# ---- design 1 ----
design_1/gate_families.png
Bar = 20 um.
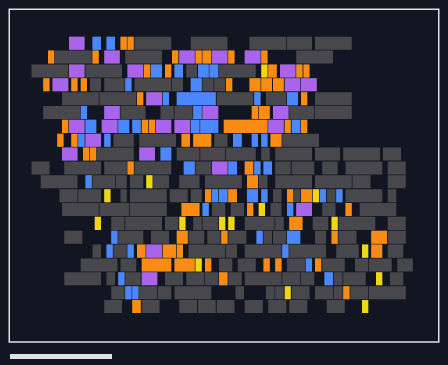

File: src/rtl/phase_countdown_timer.sv
// Phase countdown timer: prescaled down-counter with load/start/pause FSM.
// Define PHASE_TIMER_BCD_EN to add registered BCD outputs of count.
module phase_countdown_timer #(
  parameter int pCNT_WIDTH    = 7,
  parameter int pCLK_PER_TICK = 50000000,
  parameter int pDEFAULT_LOAD = 99,
  parameter int pWARN_THRESH  = 3
) (
  input  logic                  i_clk,
  input  logic                  i_rst,
  input  logic                  i_load,
  input  logic [pCNT_WIDTH-1:0] i_load_value,
  input  logic                  i_start,
  input  logic                  i_pause,
  input  logic                  i_auto_reload,
  output logic [pCNT_WIDTH-1:0] o_count,
  output logic                  o_tick,
  output logic                  o_done,
  output logic                  o_running,
  output logic                  o_last,
  output logic                  o_pre_last,
`ifdef PHASE_TIMER_BCD_EN
  output logic [3:0]            o_bcd_tens,
  output logic [3:0]            o_bcd_ones,
`endif
  output logic                  o_warn
);

  localparam int PW = (pCLK_PER_TICK > 1) ? $clog2(pCLK_PER_TICK) : 1;
  localparam logic [PW-1:0] PS_MAX = PW'(pCLK_PER_TICK - 1);
  localparam logic [pCNT_WIDTH-1:0] DEF_LOAD = pCNT_WIDTH'(pDEFAULT_LOAD);
  localparam logic [pCNT_WIDTH-1:0] WARN_TH = pCNT_WIDTH'(pWARN_THRESH);
  localparam logic [pCNT_WIDTH-1:0] ONE = pCNT_WIDTH'(1);

  localparam logic [1:0] S_IDLE    = 2'd0;
  localparam logic [1:0] S_RUN     = 2'd1;
  localparam logic [1:0] S_PAUSED  = 2'd2;
  localparam logic [1:0] S_EXPIRED = 2'd3;

  logic [1:0]            r_state;
  logic [pCNT_WIDTH-1:0] r_count;
  logic [pCNT_WIDTH-1:0] r_reload;
  logic [PW-1:0]         r_presc;
  logic                  r_tick;
  logic                  r_done;

  logic w_cnt_zero;
  logic w_presc_wrap;

  assign w_cnt_zero   = (r_count == '0);
  assign w_presc_wrap = (r_presc == PS_MAX);

  always_ff @(posedge i_clk) begin
    r_tick <= 1'b0;
    r_done <= 1'b0;
    if (i_rst) begin
      r_state  <= S_IDLE;
      r_count  <= DEF_LOAD;
      r_reload <= DEF_LOAD;
      r_presc  <= '0;
    end else if (i_load) begin
      r_count  <= i_load_value;
      r_reload <= i_load_value;
      r_presc  <= '0;
      r_state  <= i_start ? S_RUN : S_IDLE;
    end else if (i_start) begin
      // From IDLE the loaded count is kept; otherwise restart from reload.
      r_presc <= '0;
      r_state <= S_RUN;
      if (r_state != S_IDLE) begin
        r_count <= r_reload;
      end
    end else begin
      case (r_state)
        S_RUN: begin
          if (i_pause) begin
            r_state <= S_PAUSED;
          end else if (w_presc_wrap) begin
            r_presc <= '0;
            r_tick  <= 1'b1;
            if (!w_cnt_zero) begin
              r_count <= r_count - ONE;
            end else begin
              r_done <= 1'b1;
              if (i_auto_reload) begin
                r_count <= r_reload;
              end else begin
                r_state <= S_EXPIRED;
              end
            end
          end else begin
            r_presc <= r_presc + PW'(1);
          end
        end
        S_PAUSED: begin
          if (!i_pause) begin
            r_state <= S_RUN;
          end
        end
        default: begin
        end
      endcase
    end
  end

  assign o_count    = r_count;
  assign o_tick     = r_tick;
  assign o_done     = r_done;
  assign o_running  = (r_state == S_RUN);
  assign o_last     = w_cnt_zero;
  assign o_pre_last = (r_count == ONE);
  assign o_warn     = !w_cnt_zero && (r_count <= WARN_TH);

`ifdef PHASE_TIMER_BCD_EN
  logic [31:0] w_cnt32;
  logic [3:0]  r_bcd_tens;
  logic [3:0]  r_bcd_ones;

  assign w_cnt32 = 32'(r_count);

  // Counts above two digits saturate the display at 99.
  always_ff @(posedge i_clk) begin
    if (i_rst) begin
      r_bcd_tens <= 4'd0;
      r_bcd_ones <= 4'd0;
    end else if (w_cnt32 > 32'd99) begin
      r_bcd_tens <= 4'd9;
      r_bcd_ones <= 4'd9;
    end else begin
      r_bcd_tens <= 4'(w_cnt32 / 32'd10);
      r_bcd_ones <= 4'(w_cnt32 % 32'd10);
    end
  end

  assign o_bcd_tens = r_bcd_tens;
  assign o_bcd_ones = r_bcd_ones;
`endif

endmodule

File: config.mk
export PLATFORM = sky130hd
export DESIGN_NAME = phase_countdown_timer
export DESIGN_NICKNAME = d
export VERILOG_FILES = /design/src/rtl/phase_countdown_timer.sv
export SDC_FILE = /design/constraint.sdc
export NUM_CORES = 1
export LEC_CHECK = 0
export CAP_MARGIN = 20
export CORE_ASPECT_RATIO = 0.75
export CORE_MARGIN = 4
export CORE_UTILIZATION = 56
export CTS_CLUSTER_DIAMETER = 200
export DETAILED_ROUTE_END_ITERATION = 7
export PLACE_DENSITY = 0.88
export SLEW_MARGIN = 20
export SYNTH_ARGS = -nofsm -noshare
export SYNTH_HDL_FRONTEND = slang
export SYNTH_SLANG_ARGS = --single-unit
File: constraint.sdc
create_clock -name i_clk -period 2.6 [get_ports i_clk]
set_clock_uncertainty 0.05 [all_clocks]
set_input_delay 0.52 -clock i_clk [delete_from_list [all_inputs] [get_ports i_clk]]
set_output_delay 0.52 -clock i_clk [all_outputs]
set_load 0.03 [all_outputs]
# ---- design 2 ----
### config.mk
export PLATFORM = sky130hd
export DESIGN_NAME = pso_scheduler_flat
export DESIGN_NICKNAME = d
export VERILOG_FILES = /design/src/rtl/pso_pkg.sv /design/src/rtl/pso_scheduler_if.sv /design/src/rtl/pso_particle_regs.sv /design/src/rtl/pso_scheduler.sv /design/src/flat_wrapper.sv
export SDC_FILE = /design/constraint.sdc
export NUM_CORES = 1
export LEC_CHECK = 0
export CELL_PAD_IN_SITES_DETAIL_PLACEMENT = 0
export CELL_PAD_IN_SITES_GLOBAL_PLACEMENT = 2
export CORE_UTILIZATION = 35
export DETAILED_ROUTE_END_ITERATION = 10
export HOLD_SLACK_MARGIN = 0.02
export PLACE_DENSITY = 0.8
export SETUP_SLACK_MARGIN = 0.1
export SYNTH_ARGS = -nofsm -noshare
export SYNTH_HDL_FRONTEND = slang
export SYNTH_HIERARCHICAL = 1
export SYNTH_SLANG_ARGS = --single-unit
### constraint.sdc
create_clock -name clk -period 3.2 [get_ports clk]
set_clock_uncertainty 0.1 [all_clocks]
set_input_delay 0.96 -clock clk [delete_from_list [all_inputs] [get_ports clk]]
set_output_delay 0.96 -clock clk [all_outputs]
set_load 0.01 [all_outputs]
### src/rtl/pso_pkg.sv
// Shared types, constants and helpers for the particle-swarm duty-cycle scheduler.
// Positions are duty-cycle codes; powers are unsigned converter power readings.
package pso_pkg;

    localparam int DW = 16;
    typedef logic [DW-1:0] word_t;

    localparam word_t XSTEP = 16'd4096;
    localparam word_t XMIN  = 16'd256;
    localparam word_t XMAX  = 16'd61440;

    typedef enum logic [2:0] {
        IDLE,
        MEAS_REQ,
        MEAS_WAIT,
        EVAL,
        UPD_RUN,
        UPD_CAP,
        NEXT,
        DONE
    } state_t;

    // Initial spread: particles start evenly spaced XSTEP apart.
    function automatic word_t xseed(input int i);
        return word_t'((i + 1) * int'(XSTEP));
    endfunction

    function automatic word_t sat16(input logic [31:0] v);
        return (v[31:16] != '0) ? 16'hFFFF : v[15:0];
    endfunction

    function automatic word_t clamp_x(input word_t v);
        if (v < XMIN) return XMIN;
        if (v > XMAX) return XMAX;
        return v;
    endfunction

endpackage

### src/rtl/pso_scheduler_if.sv
// Measurement handshake and update-datapath bus between the scheduler and its environment.
interface pso_scheduler_if;
    import pso_pkg::*;

    word_t       duty_out;
    logic        meas_req;
    logic        meas_ack;
    word_t       meas_pwr;
    logic        upd_ena;
    word_t       upd_vin;
    word_t       upd_p;
    word_t       upd_g;
    word_t       upd_x;
    logic [31:0] upd_vout;
    logic [31:0] upd_xout;

    modport master (
        output duty_out, meas_req, upd_ena, upd_vin, upd_p, upd_g, upd_x,
        input  meas_ack, meas_pwr, upd_vout, upd_xout
    );

    modport slave (
        input  duty_out, meas_req, upd_ena, upd_vin, upd_p, upd_g, upd_x,
        output meas_ack, meas_pwr, upd_vout, upd_xout
    );

endinterface

### src/rtl/pso_particle_regs.sv
// Per-particle state: position X, velocity V, personal-best position Pbx and power Pbp.
// One shared index serves reads and writes; init seeds the whole swarm in one cycle.
module pso_particle_regs
    import pso_pkg::*;
#(
    parameter int NPART = 4,
    localparam int IW = $clog2(NPART)
) (
    input  logic          clk,
    input  logic          rst_n,
    input  logic          init,
    input  logic [IW-1:0] idx,
    output word_t         x_rd,
    output word_t         v_rd,
    output word_t         pbx_rd,
    output word_t         pbp_rd,
    input  logic          pb_we,
    input  word_t         pbx_wr,
    input  word_t         pbp_wr,
    input  logic          xv_we,
    input  word_t         x_wr,
    input  word_t         v_wr
);

    word_t x_q   [NPART];
    word_t v_q   [NPART];
    word_t pbx_q [NPART];
    word_t pbp_q [NPART];

    // NOTE: this array is small flop storage, not RAM, so it is reset like any
    // other register; a reset RAM macro would not map and would need a clear FSM.
    always_ff @(posedge clk or negedge rst_n) begin
        if (!rst_n) begin
            for (int i = 0; i < NPART; i++) begin
                x_q[i]   <= '0;
                v_q[i]   <= '0;
                pbx_q[i] <= '0;
                pbp_q[i] <= '0;
            end
        end else if (init) begin
            for (int i = 0; i < NPART; i++) begin
                x_q[i]   <= xseed(i);
                v_q[i]   <= '0;
                pbx_q[i] <= xseed(i);
                pbp_q[i] <= '0;
            end
        end else begin
            if (pb_we) begin
                pbx_q[idx] <= pbx_wr;
                pbp_q[idx] <= pbp_wr;
            end
            if (xv_we) begin
                x_q[idx] <= x_wr;
                v_q[idx] <= v_wr;
            end
        end
    end

    assign x_rd   = x_q[idx];
    assign v_rd   = v_q[idx];
    assign pbx_rd = pbx_q[idx];
    assign pbp_rd = pbp_q[idx];

endmodule

### src/rtl/pso_scheduler.sv
// Particle-swarm MPPT scheduler: measures each particle's duty cycle, tracks personal and
// global bests, and sequences an external velocity/position update datapath per particle.
module pso_scheduler
    import pso_pkg::*;
#(
    parameter int NPART    = 4,
    parameter int MAX_ITER = 60,
    parameter int UPD_LAT  = 4
) (
    input  logic            clk,
    input  logic            rst_n,
    input  logic            start,
    pso_scheduler_if.master bus,
    output logic            busy,
    output logic            done,
    output logic [5:0]      iter,
    output word_t           gbest_x,
    output word_t           gbest_pwr
);

    localparam int IW = $clog2(NPART);
    localparam int CW = $clog2(UPD_LAT + 1);
    localparam logic [IW-1:0] LAST_IDX  = IW'(NPART - 1);
    localparam logic [5:0]    LAST_ITER = 6'(MAX_ITER - 1);
    localparam logic [CW-1:0] LAST_CNT  = CW'(UPD_LAT - 1);

    state_t        state;
    state_t        state_nxt;
    logic [IW-1:0] idx;
    logic [CW-1:0] upd_cnt;
    word_t         meas_cap;
    word_t         duty_q;

    logic  init;
    logic  pb_we;
    logic  xv_we;
    word_t x_rd;
    word_t v_rd;
    word_t pbx_rd;
    word_t pbp_rd;
    word_t x_wr;
    word_t v_wr;

    pso_particle_regs #(.NPART(NPART)) u_regs (
        .clk    (clk),
        .rst_n  (rst_n),
        .init   (init),
        .idx    (idx),
        .x_rd   (x_rd),
        .v_rd   (v_rd),
        .pbx_rd (pbx_rd),
        .pbp_rd (pbp_rd),
        .pb_we  (pb_we),
        .pbx_wr (x_rd),
        .pbp_wr (meas_cap),
        .xv_we  (xv_we),
        .x_wr   (x_wr),
        .v_wr   (v_wr)
    );

    // NOTE: sequential state uses non-blocking assignments so every register
    // samples pre-edge values, independent of process ordering.
    always_ff @(posedge clk or negedge rst_n) begin
        if (!rst_n) state <= IDLE;
        else        state <= state_nxt;
    end

    // NOTE: every output of this block gets a default before the case, so no
    // path leaves a signal unassigned and no latch is inferred.
    always_comb begin
        state_nxt    = state;
        busy         = (state != IDLE) && (state != DONE);
        done         = (state == DONE);
        init         = 1'b0;
        pb_we        = 1'b0;
        xv_we        = 1'b0;
        x_wr         = clamp_x(sat16(bus.upd_xout));
        v_wr         = sat16(bus.upd_vout);
        bus.duty_out = duty_q;
        bus.meas_req = 1'b0;
        bus.upd_ena  = 1'b0;
        bus.upd_vin  = '0;
        bus.upd_p    = '0;
        bus.upd_g    = '0;
        bus.upd_x    = '0;

        case (state)
            IDLE: begin
                if (start) begin
                    init      = 1'b1;
                    state_nxt = MEAS_REQ;
                end
            end
            MEAS_REQ: begin
                bus.meas_req = 1'b1;
                bus.duty_out = x_rd;
                state_nxt    = MEAS_WAIT;
            end
            MEAS_WAIT: begin
                bus.meas_req = 1'b1;
                if (bus.meas_ack) state_nxt = EVAL;
            end
            EVAL: begin
                pb_we     = (meas_cap > pbp_rd);
                state_nxt = (idx == LAST_IDX) ? UPD_RUN : MEAS_REQ;
            end
            UPD_RUN: begin
                bus.upd_ena = 1'b1;
                bus.upd_vin = v_rd;
                bus.upd_p   = pbx_rd;
                bus.upd_g   = gbest_x;
                bus.upd_x   = x_rd;
                if (upd_cnt == LAST_CNT) state_nxt = UPD_CAP;
            end
            UPD_CAP: begin
                xv_we     = 1'b1;
                state_nxt = (idx == LAST_IDX) ? NEXT : UPD_RUN;
            end
            NEXT: begin
                state_nxt = (iter == LAST_ITER) ? DONE : MEAS_REQ;
            end
            DONE: begin
                state_nxt = IDLE;
            end
            default: begin
                state_nxt = IDLE;
            end
        endcase
    end

    always_ff @(posedge clk or negedge rst_n) begin
        if (!rst_n) begin
            idx       <= '0;
            upd_cnt   <= '0;
            iter      <= '0;
            gbest_x   <= '0;
            gbest_pwr <= '0;
            meas_cap  <= '0;
            duty_q    <= '0;
        end else begin
            case (state)
                IDLE: begin
                    if (start) begin
                        idx       <= '0;
                        iter      <= '0;
                        gbest_x   <= xseed(0);
                        gbest_pwr <= '0;
                    end
                end
                MEAS_REQ: duty_q <= x_rd;
                MEAS_WAIT: begin
                    if (bus.meas_ack) meas_cap <= bus.meas_pwr;
                end
                EVAL: begin
                    // Strict compare: on a tie the earlier particle keeps the global best.
                    if (meas_cap > gbest_pwr) begin
                        gbest_pwr <= meas_cap;
                        gbest_x   <= x_rd;
                    end
                    idx     <= (idx == LAST_IDX) ? '0 : idx + 1'b1;
                    upd_cnt <= '0;
                end
                UPD_RUN: upd_cnt <= upd_cnt + 1'b1;
                UPD_CAP: begin
                    upd_cnt <= '0;
                    idx     <= (idx == LAST_IDX) ? '0 : idx + 1'b1;
                end
                NEXT: begin
                    iter <= iter + 1'b1;
                    idx  <= '0;
                end
                default: ;
            endcase
        end
    end

endmodule

### src/flat_wrapper.sv
// flat-port wrapper written by rule: the top's interface ports become plain ports
module pso_scheduler_flat import pso_pkg::*;
#(
    parameter int NPART    = 4,
    parameter int MAX_ITER = 60,
    parameter int UPD_LAT  = 4
)
  (clk, rst_n, start, busy, done, iter, gbest_x, gbest_pwr, bus_duty_out, bus_meas_req, bus_upd_ena, bus_upd_vin, bus_upd_p, bus_upd_g, bus_upd_x, bus_meas_ack, bus_meas_pwr, bus_upd_vout, bus_upd_xout);
  pso_scheduler_if bus_i ();
  input  logic clk;
  input  logic rst_n;
  input  logic start;
  output logic busy;
  output logic done;
  output logic [5:0] iter;
  output word_t gbest_x;
  output word_t gbest_pwr;
  output wire logic [$bits(bus_i.duty_out)-1:0] bus_duty_out;
  output wire logic [$bits(bus_i.meas_req)-1:0] bus_meas_req;
  output wire logic [$bits(bus_i.upd_ena)-1:0] bus_upd_ena;
  output wire logic [$bits(bus_i.upd_vin)-1:0] bus_upd_vin;
  output wire logic [$bits(bus_i.upd_p)-1:0] bus_upd_p;
  output wire logic [$bits(bus_i.upd_g)-1:0] bus_upd_g;
  output wire logic [$bits(bus_i.upd_x)-1:0] bus_upd_x;
  input wire logic [$bits(bus_i.meas_ack)-1:0] bus_meas_ack;
  input wire logic [$bits(bus_i.meas_pwr)-1:0] bus_meas_pwr;
  input wire logic [$bits(bus_i.upd_vout)-1:0] bus_upd_vout;
  input wire logic [$bits(bus_i.upd_xout)-1:0] bus_upd_xout;
  assign bus_duty_out = bus_i.duty_out;
  assign bus_meas_req = bus_i.meas_req;
  assign bus_upd_ena = bus_i.upd_ena;
  assign bus_upd_vin = bus_i.upd_vin;
  assign bus_upd_p = bus_i.upd_p;
  assign bus_upd_g = bus_i.upd_g;
  assign bus_upd_x = bus_i.upd_x;
  assign bus_i.meas_ack = bus_meas_ack;
  assign bus_i.meas_pwr = bus_meas_pwr;
  assign bus_i.upd_vout = bus_upd_vout;
  assign bus_i.upd_xout = bus_upd_xout;
  pso_scheduler #(.NPART(NPART), .MAX_ITER(MAX_ITER), .UPD_LAT(UPD_LAT)) u_core (.clk(clk), .rst_n(rst_n), .start(start), .bus(bus_i), .busy(busy), .done(done), .iter(iter), .gbest_x(gbest_x), .gbest_pwr(gbest_pwr));
endmodule
design_1/final_congestion.png
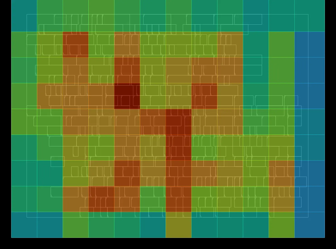
WL/cell: 14.8 um
met3 GRT Util: 5.21%

## Picture notes: design_1/gate_families.png
[NAND gates] blue | cells: 50 | most used: nand2_1
[XOR/XNOR gates] purple | cells: 27 | most used: xnor2_1
[inverters] yellow | cells: 15 | most used: inv_1
[NOR gates] orange | cells: 66 | most used: nor2_1
Comb/total area: 50.1%
most frequent logic cell in the layout: dfxtp_1
Post-Layout Cell Count: 368

==> results_slide.txt, design 1 <==
Run Summary

Yosys
  – Mean Syn Cell Area: 8.60 sq um
  – Post-synth ARST share: 0%
  – Yosys stat cell total: 282
  – Yosys Chip Area: 2430 sq um
  – Synth top cell by count: dfxtp_1
  – Synth Instances: 282

Final layout
  – Area grow syn2layout: 16.9%
  – # fillers: 326
  – Reg area: 881 sq um

Min path
  – Hold endpoint: r_reload[6]$_SDFFE_PP1P_

Placement
  – Placed insts: 360
  – Worst slack, placed: 0.101 ns

GRT
  – Gr ovfl total: 0

Final timing
  – Rel. slew slack: 63.8%
  – Setup TNS: 0 ns
  – Tmin final: 2.40 ns
  – Period utilisation layout: 92.1%
  – Worst slew pin tran: 0.541 ns

Floorplan
  – Die X: 84 um
  – Tap Cells: 55
  – Die area: 5460 sq um

Drt
  – Vias: 2117
  – 1st-pass router iterations: 5
  – Drt total wl: 5450 um
  – Drt via density: 5.75

Setup path
  – Class of the most critical setup path: reg -> out
  – CP delay by family, top: buffers and inverters
  – CP Capture Point: o_warn
  – Critical path depth: 6
  – Worst setup path start: o_count[1]$_SDFFE_PP1P_
  – Worst Path Max Fanout: 6

Flow run
  – Tool warnings: 31

Power and ir drop
  – Power per Cell Area: 486 nW/um^2

Run status
  – Outcome: completed

Clock network
  – Clock latency (worst-skew pair): 0.30 ns
[design 1: cell families (layout without fill, tap and decap cells)]
family / count (synthesis) / in the layout / synth area share (%)
multiplexers: 5 / 5 / 2.06
AND-OR/OR-AND: 38 / 38 / 11.9
AND/OR/NAND/NOR: 133 / 133 / 30.4
buffers and inverters: 27 / 58 / 5.41
XOR/XNOR: 27 / 27 / 9.75
flip-flops: 44 / 44 / 36.3
adder cells (fa/ha/maj): 8 / 8 / 4.13
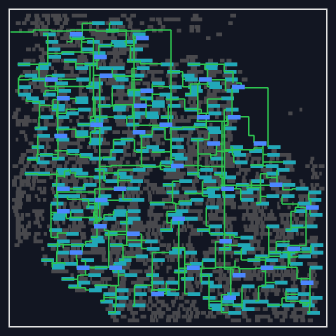
design_2/clock_map.png
[flip-flops] cyan | count: 334
[clock wires] green | length: 4930 um
[cells driving clock nets] blue | count: 40
routed clock nets: 41
clock latency (worst-skew pair): 0.58 ns
clk pwr: 4.89 mW

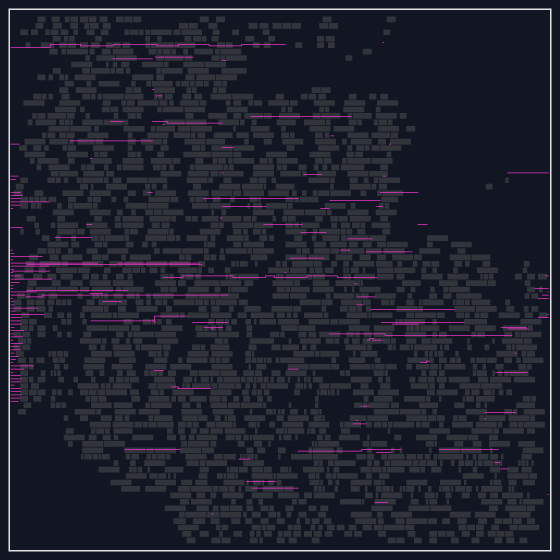
design_2/met3.png
main direction: horizontal
nets with wire on the layer: 104
share of all routed wire: 3.2%
wire length on this layer: 1640 um
longest straight run: 78.4 um
drt total wl: 51500 um
met3 GRT Util: 2.76%
vias: 12500

==> results_slide.txt, design 2 <==
Run Summary

Run status
  – Outcome: complete, but fails checks
  – Failing checks: setup timing

Yosys
  – Post-Syn Area: 17900 sq um
  – FF+latch count, synth: 334
  – Post-Syn Nets: 1635
  – Top_reg_cell synth: dfrtp_1
  – Yosys stat cell total: 1515
  – Synth top cell by count: dfrtp_1
  – Synth Instances: 1515
  – Post-synth EDFFs: 0
  – Synth cell count leaders: 334 x dfrtp_1, 313 x nand2b_1, 289 x mux2i_1
  – Register area share after synthesis: 46.6%
  – Mean Syn Cell Area: 11.8 sq um

Clock network
  – CTS Buf Count: 40
  – Post-CTS setup repair buffer count: 60
  – TritonCTS clock tree: built
  – CTS H-tree lvls: 2
  – Post-CTS sizing: 446
  – Clock Pin Slew Worst Setup and Hold Paths: 0.06 ns

Drt
  – WL/cell: 20.3 um
  – DR WL met3: 1640 um
  – 1st-pass router iterations: 5
  – Met2 routed WL: 26200 um
  – DRC viols: 0
  – Final antenna-violating net count: 0

Setup path
  – Worst Path Max Fanout: 8
  – R2R depth: 15
  – Worst setup EP type: output port
  – CP dominant cell by count: buf_6
  – CP Capture Point: bus_duty_out[6]
  – Crit path arrival time: 2.40 ns
  – Class of the most critical setup path: reg -> out
  – FF-to-FF End: u_core/u_regs/pbp_q[29]$_DFFE_PN0P_

Placement
  – GP Congestion: 0.763
  – Post-Place Cell Area: 21500 sq um

Power and ir drop
  – VDD IR max: 0.465 mV
  – Flop+latch power: 5.73 mW
  – Switching pwr: 6.40 mW
  – Combinational Power Share: 43.6%
  – Clock power frac: 26.0%
  – Top power group: combinational cells
  – Power per Cell Area: 777 nW/um^2
  – Total chip power: 18.8 mW

Final layout
  – Diode count: 1
  – Most frequent logic cell in the layout: dfrtp_1
  – Area of the multi-input gates: 9110 sq um
  – Non-clock buffer share: 17.9%
  – Top Layout Cells: 332 x dfrtp_1, 313 x nand2b_1, 287 x mux2i_1
  – # fillers: 4523
  – Reg area: 8370 sq um
  – Inverter count: 50
  – Post-Layout Cell Count: 2543
  – #MultiIn Comb: 1026

Final timing
  – Tmin final: 3.46 ns
  – Worst slew pin tran: 0.643 ns
  – Final-report hold violation count: 0
  – Setup violators final: 179
  – Final worst-path setup slack: -0.262 ns

Floorplan
  – Die H: 228 um
  – Die X: 228 um
  – I/O pin total: 206

GRT
  – Initial antenna violation count: 0
  – Pin count of the biggest net entering global routing: 72
  – Global-route wire length before repair: 79700 um
  – Grt met2 use: 34.1%
  – Number of global-route vias before repair: 13400
[design 2: worst max-delay path, delay by kind of cell, from the launching register on]
kind,cells,cell delay (ns)
DFF,1,0.54
muxes,2,0.72
buffers and inverters,4,0.56
[design 2: cell families after synthesis]
family,count (synthesis),share of synthesized area (%)
compound gates,53,1.93
xor+xnor,2,0.0977
fa+ha+maj,36,2.51
buf+inv,155,4.36
flops,334,46.6
mux,386,26.2
simple gates,549,18.3


==> gallery <==
Sizing map.
(a)
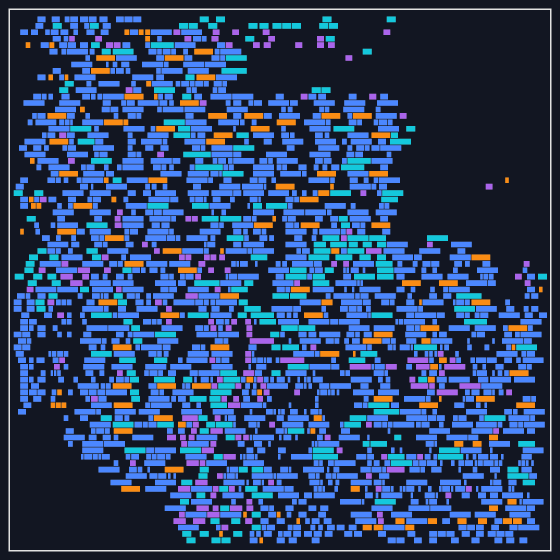
(b)
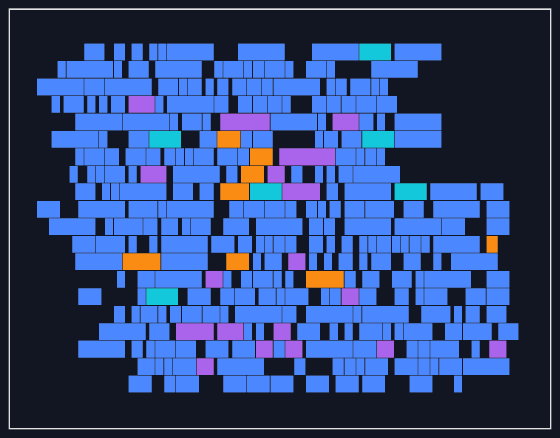
Of these, most cells: (a)
- design 1 = (b)
- design 2 = (a)

Key to (b):
[drive 3 to 4] purple | cells: 18 | most used: buf_4
[drive 2] orange | cells: 8 | most used: nor3_2
[drive 1 or less] blue | cells: 281 | most used: dfxtp_1
[drive 6 and up] cyan | cells: 6 | most used: clkbuf_8

Power and IR drop assume default switching activity.
